######## debounce_ev ########
### Signal wires on met1, debounce_ev

Drawn at 8 px/um.
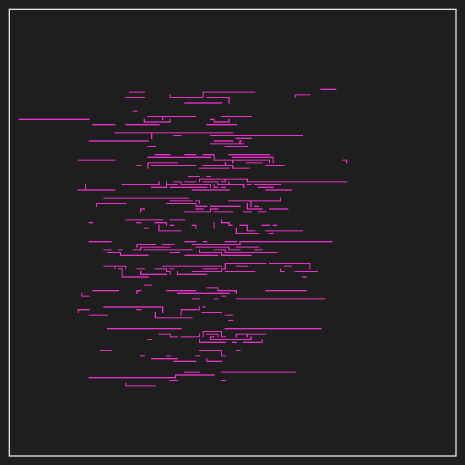

$ cat src/rtl/debounce_ev_pkg.sv
// Shared types and width helpers for the debounce/event conditioner.
// Phase encoding of the hold (long-press / auto-repeat) tracker.
package debounce_ev_pkg;

  typedef enum logic {
    DB_PH_IDLE   = 1'b0,
    DB_PH_REPEAT = 1'b1
  } db_phase_e;

  function automatic int db_cnt_w(input int v);
    return (v < 1) ? 1 : $clog2(v + 1);
  endfunction

  function automatic int db_max(input int a, input int b);
    return (a > b) ? a : b;
  endfunction

endpackage

$ cat src/rtl/debounce_ev_ch.sv
// One switch channel: 2-FF sync, debounce, edge strobes,
// long-press and auto-repeat strobes.
module debounce_ev_ch
  import debounce_ev_pkg::*;
#(
  parameter int DEBOUNCE_TIME = 5000,
  parameter int LONG_TIME     = 0,
  parameter int REPEAT_TIME   = 0,
  parameter int ACTIVE_LOW    = 0
) (
  input  logic i_clk,
  input  logic i_reset,
  input  logic sw_i,
  output logic level_o,
  output logic rise_o,
  output logic fall_o,
  output logic long_o,
  output logic repeat_o,
  output logic ev_o
);

  localparam int DW = db_cnt_w(DEBOUNCE_TIME);
  localparam logic [DW-1:0] DLAST = DW'(DEBOUNCE_TIME - 1);
  localparam logic INV = (ACTIVE_LOW != 0);

  logic          sync1_q, sync2_q;
  logic [DW-1:0] dcnt_q, dcnt_d;
  logic          level_q, level_d;
  logic          rise_q, rise_d;
  logic          fall_q, fall_d;

  always_ff @(posedge i_clk or negedge i_reset) begin
    if (!i_reset) begin
      sync1_q <= 1'b0;
      sync2_q <= 1'b0;
      dcnt_q  <= '0;
      level_q <= 1'b0;
      rise_q  <= 1'b0;
      fall_q  <= 1'b0;
    end else begin
      sync1_q <= sw_i ^ INV;
      sync2_q <= sync1_q;
      dcnt_q  <= dcnt_d;
      level_q <= level_d;
      rise_q  <= rise_d;
      fall_q  <= fall_d;
    end
  end

  // Any agreeing cycle restarts the disagreement count.
  always_comb begin
    dcnt_d  = '0;
    level_d = level_q;
    rise_d  = 1'b0;
    fall_d  = 1'b0;
    if (sync2_q != level_q) begin
      if (dcnt_q == DLAST) begin
        level_d = sync2_q;
        rise_d  = sync2_q;
        fall_d  = ~sync2_q;
      end else begin
        dcnt_d = dcnt_q + 1'b1;
      end
    end
  end

  assign level_o = level_q;
  assign rise_o  = rise_q;
  assign fall_o  = fall_q;
  assign ev_o    = rise_d | fall_d;

  if (LONG_TIME > 0) begin : g_hold
    localparam int HW = db_cnt_w(db_max(LONG_TIME, REPEAT_TIME));
    localparam logic [HW-1:0] LLAST = HW'(LONG_TIME - 1);
    localparam logic [HW-1:0] RLAST =
      HW'(db_max(REPEAT_TIME, 1) - 1);
    localparam logic RPT_EN = (REPEAT_TIME > 0);

    db_phase_e     ph_q, ph_d;
    logic [HW-1:0] hcnt_q, hcnt_d;
    logic          long_q, long_d;
    logic          rpt_q, rpt_d;
    logic          held;

    // Excludes the rise edge and the release edge.
    assign held = level_q & level_d;

    always_ff @(posedge i_clk or negedge i_reset) begin
      if (!i_reset) begin
        ph_q   <= DB_PH_IDLE;
        hcnt_q <= '0;
        long_q <= 1'b0;
        rpt_q  <= 1'b0;
      end else begin
        ph_q   <= ph_d;
        hcnt_q <= hcnt_d;
        long_q <= long_d;
        rpt_q  <= rpt_d;
      end
    end

    always_comb begin
      ph_d   = ph_q;
      hcnt_d = hcnt_q;
      if (!held) begin
        ph_d   = DB_PH_IDLE;
        hcnt_d = '0;
      end else begin
        unique case (ph_q)
          DB_PH_IDLE: begin
            if (hcnt_q == LLAST) begin
              hcnt_d = '0;
              ph_d   = DB_PH_REPEAT;
            end else begin
              hcnt_d = hcnt_q + 1'b1;
            end
          end
          DB_PH_REPEAT: begin
            if (!RPT_EN || hcnt_q == RLAST) begin
              hcnt_d = '0;
            end else begin
              hcnt_d = hcnt_q + 1'b1;
            end
          end
          default: begin
            ph_d   = DB_PH_IDLE;
            hcnt_d = '0;
          end
        endcase
      end
    end

    always_comb begin
      long_d = held && (ph_q == DB_PH_IDLE)
               && (hcnt_q == LLAST);
      rpt_d  = held && RPT_EN && (ph_q == DB_PH_REPEAT)
               && (hcnt_q == RLAST);
    end

    assign long_o   = long_q;
    assign repeat_o = rpt_q;
  end else begin : g_nohold
    assign long_o   = 1'b0;
    assign repeat_o = 1'b0;
  end

endmodule

$ cat src/rtl/debounce_ev.sv
// N-channel switch conditioner: per-channel debounce and
// event strobes plus a registered any-edge flag.
module debounce_ev
  import debounce_ev_pkg::*;
#(
  parameter int N             = 1,
  parameter int DEBOUNCE_TIME = 5000,
  parameter int LONG_TIME     = 0,
  parameter int REPEAT_TIME   = 0,
  parameter int ACTIVE_LOW    = 0
) (
  input  logic         i_clk,
  input  logic         i_reset,
  input  logic [N-1:0] i_switch,
  output logic [N-1:0] o_level,
  output logic [N-1:0] o_rise,
  output logic [N-1:0] o_fall,
  output logic [N-1:0] o_long,
  output logic [N-1:0] o_repeat,
  output logic         o_any
);

  logic [N-1:0] ev;
  logic         any_q;

  for (genvar g = 0; g < N; g++) begin : g_ch
    debounce_ev_ch #(
      .DEBOUNCE_TIME (DEBOUNCE_TIME),
      .LONG_TIME     (LONG_TIME),
      .REPEAT_TIME   (REPEAT_TIME),
      .ACTIVE_LOW    (ACTIVE_LOW)
    ) u_ch (
      .i_clk    (i_clk),
      .i_reset  (i_reset),
      .sw_i     (i_switch[g]),
      .level_o  (o_level[g]),
      .rise_o   (o_rise[g]),
      .fall_o   (o_fall[g]),
      .long_o   (o_long[g]),
      .repeat_o (o_repeat[g]),
      .ev_o     (ev[g])
    );
  end

  // Built from next-state strobes so it lines up with them.
  always_ff @(posedge i_clk or negedge i_reset) begin
    if (!i_reset) begin
      any_q <= 1'b0;
    end else begin
      any_q <= |ev;
    end
  end

  assign o_any = any_q;

endmodule

$ cat config.mk
export PLATFORM = sky130hd
export DESIGN_NAME = debounce_ev
export DESIGN_NICKNAME = d
export VERILOG_FILES = /design/src/rtl/debounce_ev_pkg.sv /design/src/rtl/debounce_ev_ch.sv /design/src/rtl/debounce_ev.sv
export SDC_FILE = /design/constraint.sdc
export NUM_CORES = 1
export LEC_CHECK = 0
export ABC_AREA = 0
export ABC_CLOCK_PERIOD_IN_PS = 2800
export CORE_MARGIN = 8
export CORE_UTILIZATION = 53
export DETAILED_ROUTE_END_ITERATION = 10
export PLACE_DENSITY = 0.84
export SLEW_MARGIN = 20
export SYNTH_ARGS = -nofsm -noshare
export SYNTH_HDL_FRONTEND = slang
export SYNTH_SLANG_ARGS = --single-unit
$ cat constraint.sdc
create_clock -name i_clk -period 2.8 [get_ports i_clk]
set_input_delay 0.84 -clock i_clk [delete_from_list [all_inputs] [get_ports i_clk]]
set_output_delay 0.84 -clock i_clk [all_outputs]
set_load 0.05 [all_outputs]
######## prime_search ########
`config.mk`:
```
export PLATFORM = sky130hd
export DESIGN_NAME = prime_search
export DESIGN_NICKNAME = d
export VERILOG_FILES = /design/src/rtl/prime_pkg.sv /design/src/rtl/sat_counter.sv /design/src/rtl/prime_search.sv
export SDC_FILE = /design/constraint.sdc
export NUM_CORES = 1
export LEC_CHECK = 0
export CAP_MARGIN = 0
export CORE_ASPECT_RATIO = 2
export CORE_MARGIN = 2
export CORE_UTILIZATION = 48
export DETAILED_ROUTE_END_ITERATION = 7
export GPL_ROUTABILITY_DRIVEN = 1
export HOLD_SLACK_MARGIN = 0.08
export PLACE_DENSITY = 0.77
export SLEW_MARGIN = 15
export SYNTH_ARGS = -nofsm -noshare
export SYNTH_HDL_FRONTEND = slang
export SYNTH_SLANG_ARGS = --single-unit
```
`constraint.sdc`:
```
create_clock -name clk -period 1.91 [get_ports clk]
set_input_delay 0.382 -clock clk [delete_from_list [all_inputs] [get_ports clk]]
set_output_delay 0.382 -clock clk [all_outputs]
set_load 0.01 [all_outputs]
```
`src/rtl/prime_pkg.sv`:
```
// prime_pkg: constants shared by the prime search initiator and its helpers.
// Latency: n/a (declarations only).
// Backpressure: n/a.
//
// Contents:
//   SEED_W      - width of seeds, candidates and results
//   FIRST_PRIME - smallest prime; low seeds snap up to it
//   CAND_STEP   - stride between odd candidates
//   ST_*        - 3-bit state encoding of the search FSM
package prime_pkg;

  localparam int SEED_W      = 8;
  localparam int FIRST_PRIME = 2;
  localparam int CAND_STEP   = 2;

  localparam logic [2:0] ST_IDLE  = 3'd0;
  localparam logic [2:0] ST_ISSUE = 3'd1;
  localparam logic [2:0] ST_WAIT  = 3'd2;
  localparam logic [2:0] ST_NEXT  = 3'd3;
  localparam logic [2:0] ST_DONE  = 3'd4;

endpackage

```
`src/rtl/sat_counter.sv`:
```
// sat_counter: up-counter with synchronous clear that sticks at all-ones.
// Latency: count visible one cycle after the enabling cycle.
// Backpressure: none; clear has priority over enable.
//
// Ports:
//   clk, rst - clock and asynchronous active-high reset (count -> 0)
//   clr      - synchronous clear to zero
//   en       - increment by one unless already saturated
//   cnt      - current count
module sat_counter #(
  parameter int W = 8
) (
  input  logic         clk,
  input  logic         rst,
  input  logic         clr,
  input  logic         en,
  output logic [W-1:0] cnt
);

  logic [W-1:0] cnt_q;
  logic [W-1:0] cnt_d;

  always_comb begin
    cnt_d = cnt_q;
    if (clr) begin
      cnt_d = '0;
    end else if (en && (cnt_q != {W{1'b1}})) begin
      cnt_d = cnt_q + W'(1);
    end
  end

  always_ff @(posedge clk or posedge rst) begin
    if (rst) begin
      cnt_q <= '0;
    end else begin
      cnt_q <= cnt_d;
    end
  end

  assign cnt = cnt_q;

endmodule

```
`src/rtl/prime_search.sv`:
```
// prime_search: walks candidates upward from a seed, asking an external
//   CheckPrime for each one, and returns the first accepted prime.
// Latency: seed already prime with an N-cycle checker -> done at accept+N+2.
// Backpressure: start is only honoured in IDLE; one query in flight at a time.
//
// Ports:
//   clk, rst          - clock, asynchronous active-high reset
//   start, seed       - search request and its lower bound (sampled in IDLE)
//   busy              - search in progress (ISSUE/WAIT/NEXT)
//   done, fail        - one-cycle completion pulse, fail valid with it
//   prime             - result (0 on fail), held until next accepted start
//   attempts, cycles  - queries issued and cycles spent, both saturating
//   chk_start/chk_num - query pulse and candidate towards the checker
//   chk_finish        - checker completion, with chk_is_prime and
//   chk_assume_prime    the probable-prime verdict
module prime_search
  import prime_pkg::*;
#(
  parameter int TIMEOUT         = 4096,
  parameter int ACCEPT_PROBABLE = 0,
  parameter int CYC_W           = 16
) (
  input  logic             clk,
  input  logic             rst,
  input  logic             start,
  input  logic [7:0]       seed,
  output logic             busy,
  output logic             done,
  output logic             fail,
  output logic [7:0]       prime,
  output logic [7:0]       attempts,
  output logic [CYC_W-1:0] cycles,
  output logic             chk_start,
  output logic [7:0]       chk_num,
  input  logic             chk_finish,
  input  logic             chk_is_prime,
  input  logic             chk_assume_prime
);

  // One spare bit so the wait counter can never saturate before it
  // reaches TIMEOUT-1, whatever TIMEOUT is.
  localparam int               TMO_W    = $clog2(TIMEOUT + 1);
  localparam logic [TMO_W-1:0] TMO_LAST = TMO_W'(TIMEOUT - 1);

  logic [2:0]        state_q, state_d;
  logic [SEED_W-1:0] cand_q,  cand_d;
  logic [SEED_W-1:0] prime_q, prime_d;
  logic              fail_q,  fail_d;

  logic [SEED_W-1:0] first_cand;
  logic [SEED_W:0]   next_cand;
  logic              start_acc;
  logic              in_issue;
  logic              in_wait;
  logic              in_busy;
  logic              accept;
  logic              tmo_hit;
  logic [TMO_W-1:0]  tmo_cnt;

  assign start_acc = (state_q == ST_IDLE) && start;
  assign in_issue  = (state_q == ST_ISSUE);
  assign in_wait   = (state_q == ST_WAIT);
  assign in_busy   = in_issue || in_wait || (state_q == ST_NEXT);
  assign accept    = chk_is_prime || ((ACCEPT_PROBABLE != 0) && chk_assume_prime);
  assign tmo_hit   = (tmo_cnt == TMO_LAST);

  // Seeds at or below 2 start at 2 (the only even prime); any other even
  // seed moves to the next odd value. An even seed > 2 is at most 254, so
  // seed+1 always fits.
  always_comb begin
    if (seed <= SEED_W'(FIRST_PRIME)) begin
      first_cand = SEED_W'(FIRST_PRIME);
    end else if (!seed[0]) begin
      first_cand = seed + SEED_W'(1);
    end else begin
      first_cand = seed;
    end
  end

  // Computed one bit wider so stepping past 255 is visible as a carry
  // instead of wrapping back to a small candidate.
  always_comb begin
    if (cand_q == SEED_W'(FIRST_PRIME)) begin
      next_cand = (SEED_W + 1)'(FIRST_PRIME + 1);
    end else begin
      next_cand = {1'b0, cand_q} + (SEED_W + 1)'(CAND_STEP);
    end
  end

  always_comb begin
    state_d = state_q;
    cand_d  = cand_q;
    prime_d = prime_q;
    fail_d  = fail_q;
    case (state_q)
      ST_IDLE: begin
        if (start) begin
          cand_d  = first_cand;
          prime_d = '0;
          fail_d  = 1'b0;
          state_d = ST_ISSUE;
        end
      end
      ST_ISSUE: begin
        state_d = ST_WAIT;
      end
      ST_WAIT: begin
        // A verdict arriving in the same cycle as the timeout is honoured.
        if (chk_finish) begin
          if (accept) begin
            prime_d = cand_q;
            state_d = ST_DONE;
          end else begin
            state_d = ST_NEXT;
          end
        end else if (tmo_hit) begin
          fail_d  = 1'b1;
          state_d = ST_DONE;
        end
      end
      ST_NEXT: begin
        if (next_cand[SEED_W]) begin
          fail_d  = 1'b1;
          state_d = ST_DONE;
        end else begin
          cand_d  = next_cand[SEED_W-1:0];
          state_d = ST_ISSUE;
        end
      end
      ST_DONE: begin
        state_d = ST_IDLE;
      end
      default: begin
        state_d = ST_IDLE;
      end
    endcase
  end

  always_ff @(posedge clk or posedge rst) begin
    if (rst) begin
      state_q <= ST_IDLE;
      cand_q  <= '0;
      prime_q <= '0;
      fail_q  <= 1'b0;
    end else begin
      state_q <= state_d;
      cand_q  <= cand_d;
      prime_q <= prime_d;
      fail_q  <= fail_d;
    end
  end

  // Queries issued in this search.
  sat_counter #(.W(8)) u_attempts (
    .clk (clk),
    .rst (rst),
    .clr (start_acc),
    .en  (in_issue),
    .cnt (attempts)
  );

  // Cycles spent working: ISSUE, WAIT and NEXT all count.
  sat_counter #(.W(CYC_W)) u_cycles (
    .clk (clk),
    .rst (rst),
    .clr (start_acc),
    .en  (in_busy),
    .cnt (cycles)
  );

  // Per-query wait budget, restarted by every ISSUE.
  sat_counter #(.W(TMO_W)) u_timeout (
    .clk (clk),
    .rst (rst),
    .clr (in_issue),
    .en  (in_wait),
    .cnt (tmo_cnt)
  );

  assign busy      = in_busy;
  assign done      = (state_q == ST_DONE);
  assign fail      = fail_q;
  assign prime     = prime_q;
  assign chk_start = in_issue;
  assign chk_num   = in_issue ? cand_q : '0;

endmodule

```
### Cell sizes after repair, debounce_ev

Drawn at 6 px/um.
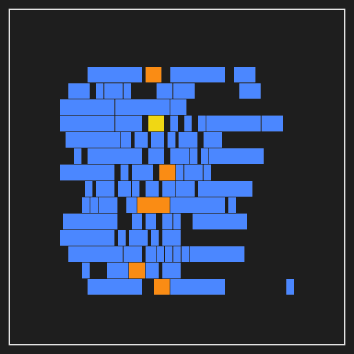
legend:
  orange:
    size: _3 and _4 cells
    cells: 5
    share: 5.8%
    most_used: clkbuf_4
  blue:
    size: _0 and _1 cells
    cells: 80
    share: 93%
    most_used: dfrtp_1
  yellow:
    size: _2 cells
    cells: 1
    share: 1.2%
    most_used: and3_2
nonclk buf count: 7
Layout Cell Area excl Fill: 923.4 um^2
area grow syn2layout: 10.81%

### Placed cells, one color a class, debounce_ev

Drawn at 6 px/um.
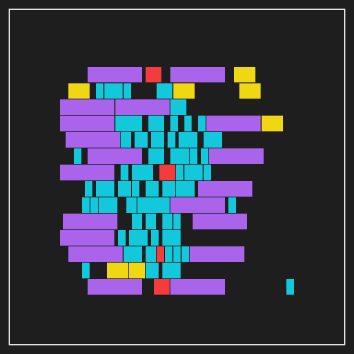
legend:
  purple:
    class: flops
    cells: 19
    share_of_their_area: 53%
  red:
    class: clock drivers and dummy loads
    cells: 4
    share_of_their_area: 2.9%
  cyan:
    class: combinational and other logic
    cells: 56
    share_of_their_area: 37%
  yellow:
    class: other buffers and delay cells
    cells: 7
    share_of_their_area: 7.5%
post-layout util: 0.6202
fraction of area in registers: 0.5149

About 'Signal wires on met1' of debounce_ev:
longest straight run: 14.7 um
wire length on this layer: 613 um
main direction: horizontal
routed via count: 568
WL final: 1.466 mm
grt met1 use: 0.1174

==> flow_summary_export.csv, debounce_ev <==
group,metric,value,unit
outcome,outcome,"completed",
die,nWellTaps,16,
clocking,clk_pin_slew,0.10,ns
timing,fin_crit,2.415,ns
die,die_y,55.65,um
worst_setup_path,slowest_delay,0.84,ns
worst_setup_path,rrSetupSlack,0.60,ns
hold_path,hold_path_end,"g_ch[0].u_ch.sync2_q",
final_layout,largest_class,"sequential cells",
synthesis,synth_cells,78,
power,pwr-share-clk,0.300,
global_routing,gr-usage-met2,0.1571,
synthesis,synth_cell_types,21,
power,p_clk,0.000132,W
worst_setup_path,cp_data_arrival_time,1.58,ns
die,chipArea,3097,um^2
drt,drt-met1-wl,612,um
power,p_int,0.0003426,W
[debounce_ev: flip-flops by register name, indices dropped and copies added (netlist names)]
| name | flops |
|---|---|
| g_ch.u_ch.dcnt_q | 13 |
| g_ch.u_ch.rise_o | 1 |
| g_ch.u_ch.level_o | 1 |
| g_ch.u_ch.sync2_q | 1 |
| g_ch.u_ch.fall_o | 1 |
| g_ch.u_ch.sync1_q | 1 |
| o_any | 1 |
[debounce_ev: kinds of logic after synthesis]
group	synth area share
and+or+nand+nor	0.2192
DFF	0.5706
xor gates and xnor gates	0.1261
buffers and inverters	0.04654
muxes	0.01801
adders and majority gates	0.01501
other	0.004500
### Signal wires on met1, prime_search

Drawn at 4 px/um.
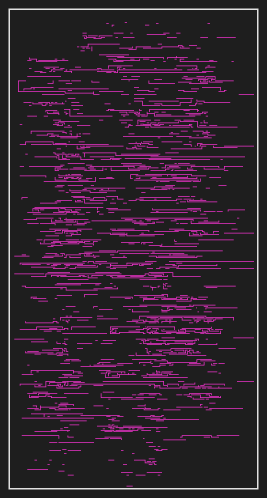
share of all routed wire: 42%
main direction: horizontal
routed via count: 3,118
grt met1 use: 0.3265
WL final: 8.537 mm

### Sequential cells colored by instance or generate block, prime_search

Drawn at 3 px/um. Other sequential cells in the stronger gray, the rest of the logic in the fainter gray.
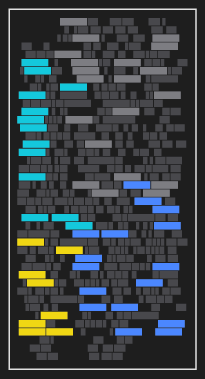
legend:
  cyan:
    scope: `u_timeout`
    flops: 13
  yellow:
    scope: `u_attempts`
    flops: 8
    where: bottom left
  blue:
    scope: `u_cycles`
    flops: 16
not colored: 20
die area: 7382 um^2
fin cells: 531
post-layout util: 0.6955

==> flow_summary_export.csv, prime_search <==
group,metric,value,unit
outcome,violations,"setup timing",
timing,setup_viol,1,
synthesis,xor_area_frac,0.005469,
worst_setup_path,crit_path_start,"state_q[2]",
final_layout,final_cell_mix,"dfrtp_1, nand2_1, clkdlybuf4s50_1",
timing,max-slew-margin-rel,0.6505,
synthesis,synthArstFlopShare,1.000,
worst_setup_path,slowest_delay,0.53,ns
timing,fin_crit,1.927,ns
worst_setup_path,cpMostUsedCell,"or4_4",
timing,rsz0062_at_grt,"true",
synthesis,simple_gate_area_frac,0.2641,
clocking,clock_path_buffers,2,
timing,fin_crit_sh,1.009,
placement,placed_cell_area,4135,um^2
synthesis,synth.top_cell.area_share,0.4453,
drt,drt-vias-per-instance,5.872,
final_layout,largest_register_ff_count,16,
power,pwr-share-clk,0.263,
worst_setup_path,r2r-end,"u_cycles.cnt[11]",
die,io_pins,58,
final_layout,lay_top_count,"dfrtp_1",
global_routing,grt_pass1_wl,14.35,mm
synthesis,top_cells_by_count,"dfrtp_1, nand2_1, mux2i_1, nand3_1, nor2_1",
power,power.switching,0.002114,W
worst_setup_path,crit_family,"simple AND/OR/NAND/NOR gates",
timing,worst_slack,-0.01678,ns
global_routing,grt-busiest-layer,"met2",
synthesis,synth_cells,346,
timing,clock.fmax,519.0,MHz
synthesis,postSynthSeqShare,0.4453,
placement,portBuffers,56,
clocking,cts_hold_buffers,0,
worst_setup_path,worstPathRequired,2.16,ns
outcome,outcome,"finished, violations left",
synthesis,ff_type,"dfrtp_1",
clocking,htreeDepth,3,
timing,worstMarginPinSlew,0.5173,ns
global_routing,grt_pass1_vias,3127,
final_layout,drive_above_1_share,0.2122,
drt,routed-wl-met2,4.506,mm
drt,top_layer,"met4",
worst_setup_path,crit_end,"u_cycles.cnt[11]",
clocking,cts_setup_buffers,2,
worst_setup_path,path_depth,5,
prime_search: power groups by stage:
stage	clock [W]	sequential (W)	combinational, W
2_1_floorplan	0	0.00176	0.00121
3_3_place_gp	0	0.00176	0.00218
3_5_place_dp	0	0.00178	0.00222
4_1_cts	0.00153	0.00176	0.00226
5_1_grt	0.00159	0.00182	0.00266
6_report	0.00151	0.00178	0.00243
prime_search: final cells by class:
type                            count  area (um^2)
Inverter                           15        58.81
Sequential cell                    57         1426
Tap cell                           88        110.1
Clock buffer                       11        232.7
Clock inverter                      4        45.04
Fill cell                         568         1984
Timing Repair Buffer               97        897.1
Multi-Input combinational cell    259         1762

## Gallery

Layout detail.
Plate I
Region (3, 77) to (28, 102) um. Cells in gray, sequential cells in the stronger gray; small squares are vias.
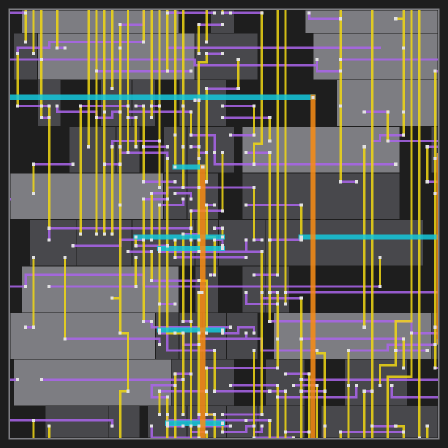
Plate II
Region (1, 29) to (26, 54) um. Cells in gray, sequential cells in the stronger gray; small squares are vias.
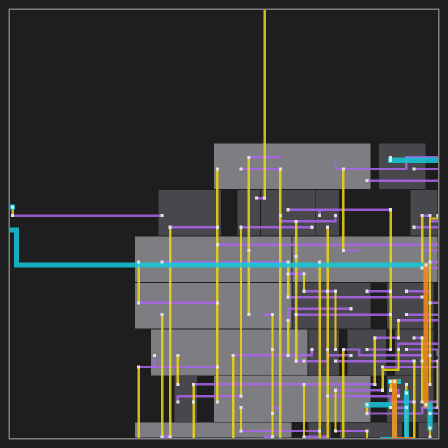
- Plate I = prime_search
- Plate II = debounce_ev

Key to Plate II:
legend:
  cyan:
    layer: metal 3
  orange:
    layer: metal 4
  yellow:
    layer: metal 2
  purple:
    layer: metal 1
cells with their middle in the window: 19
most frequent: dfrtp_1 (6)
netlist names of flops here include: `g_ch.u_ch.dcnt_q` (4)
sequential cells in the window: 6



==> screenshots <==
Routing congestion map.
image #1
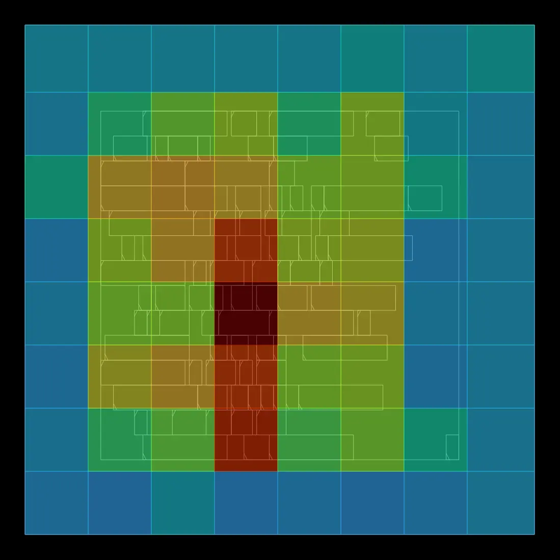
image #2
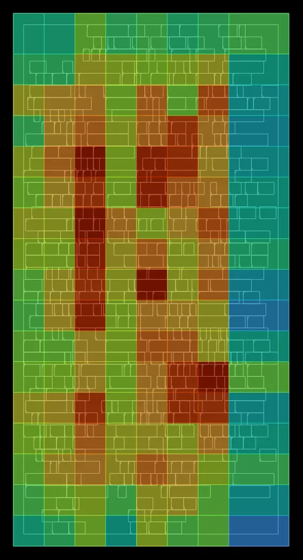
Image #2 is prime_search.
Image #1 is debounce_ev.

Power figures rest on the tool's default switching activity, not on a simulated workload.
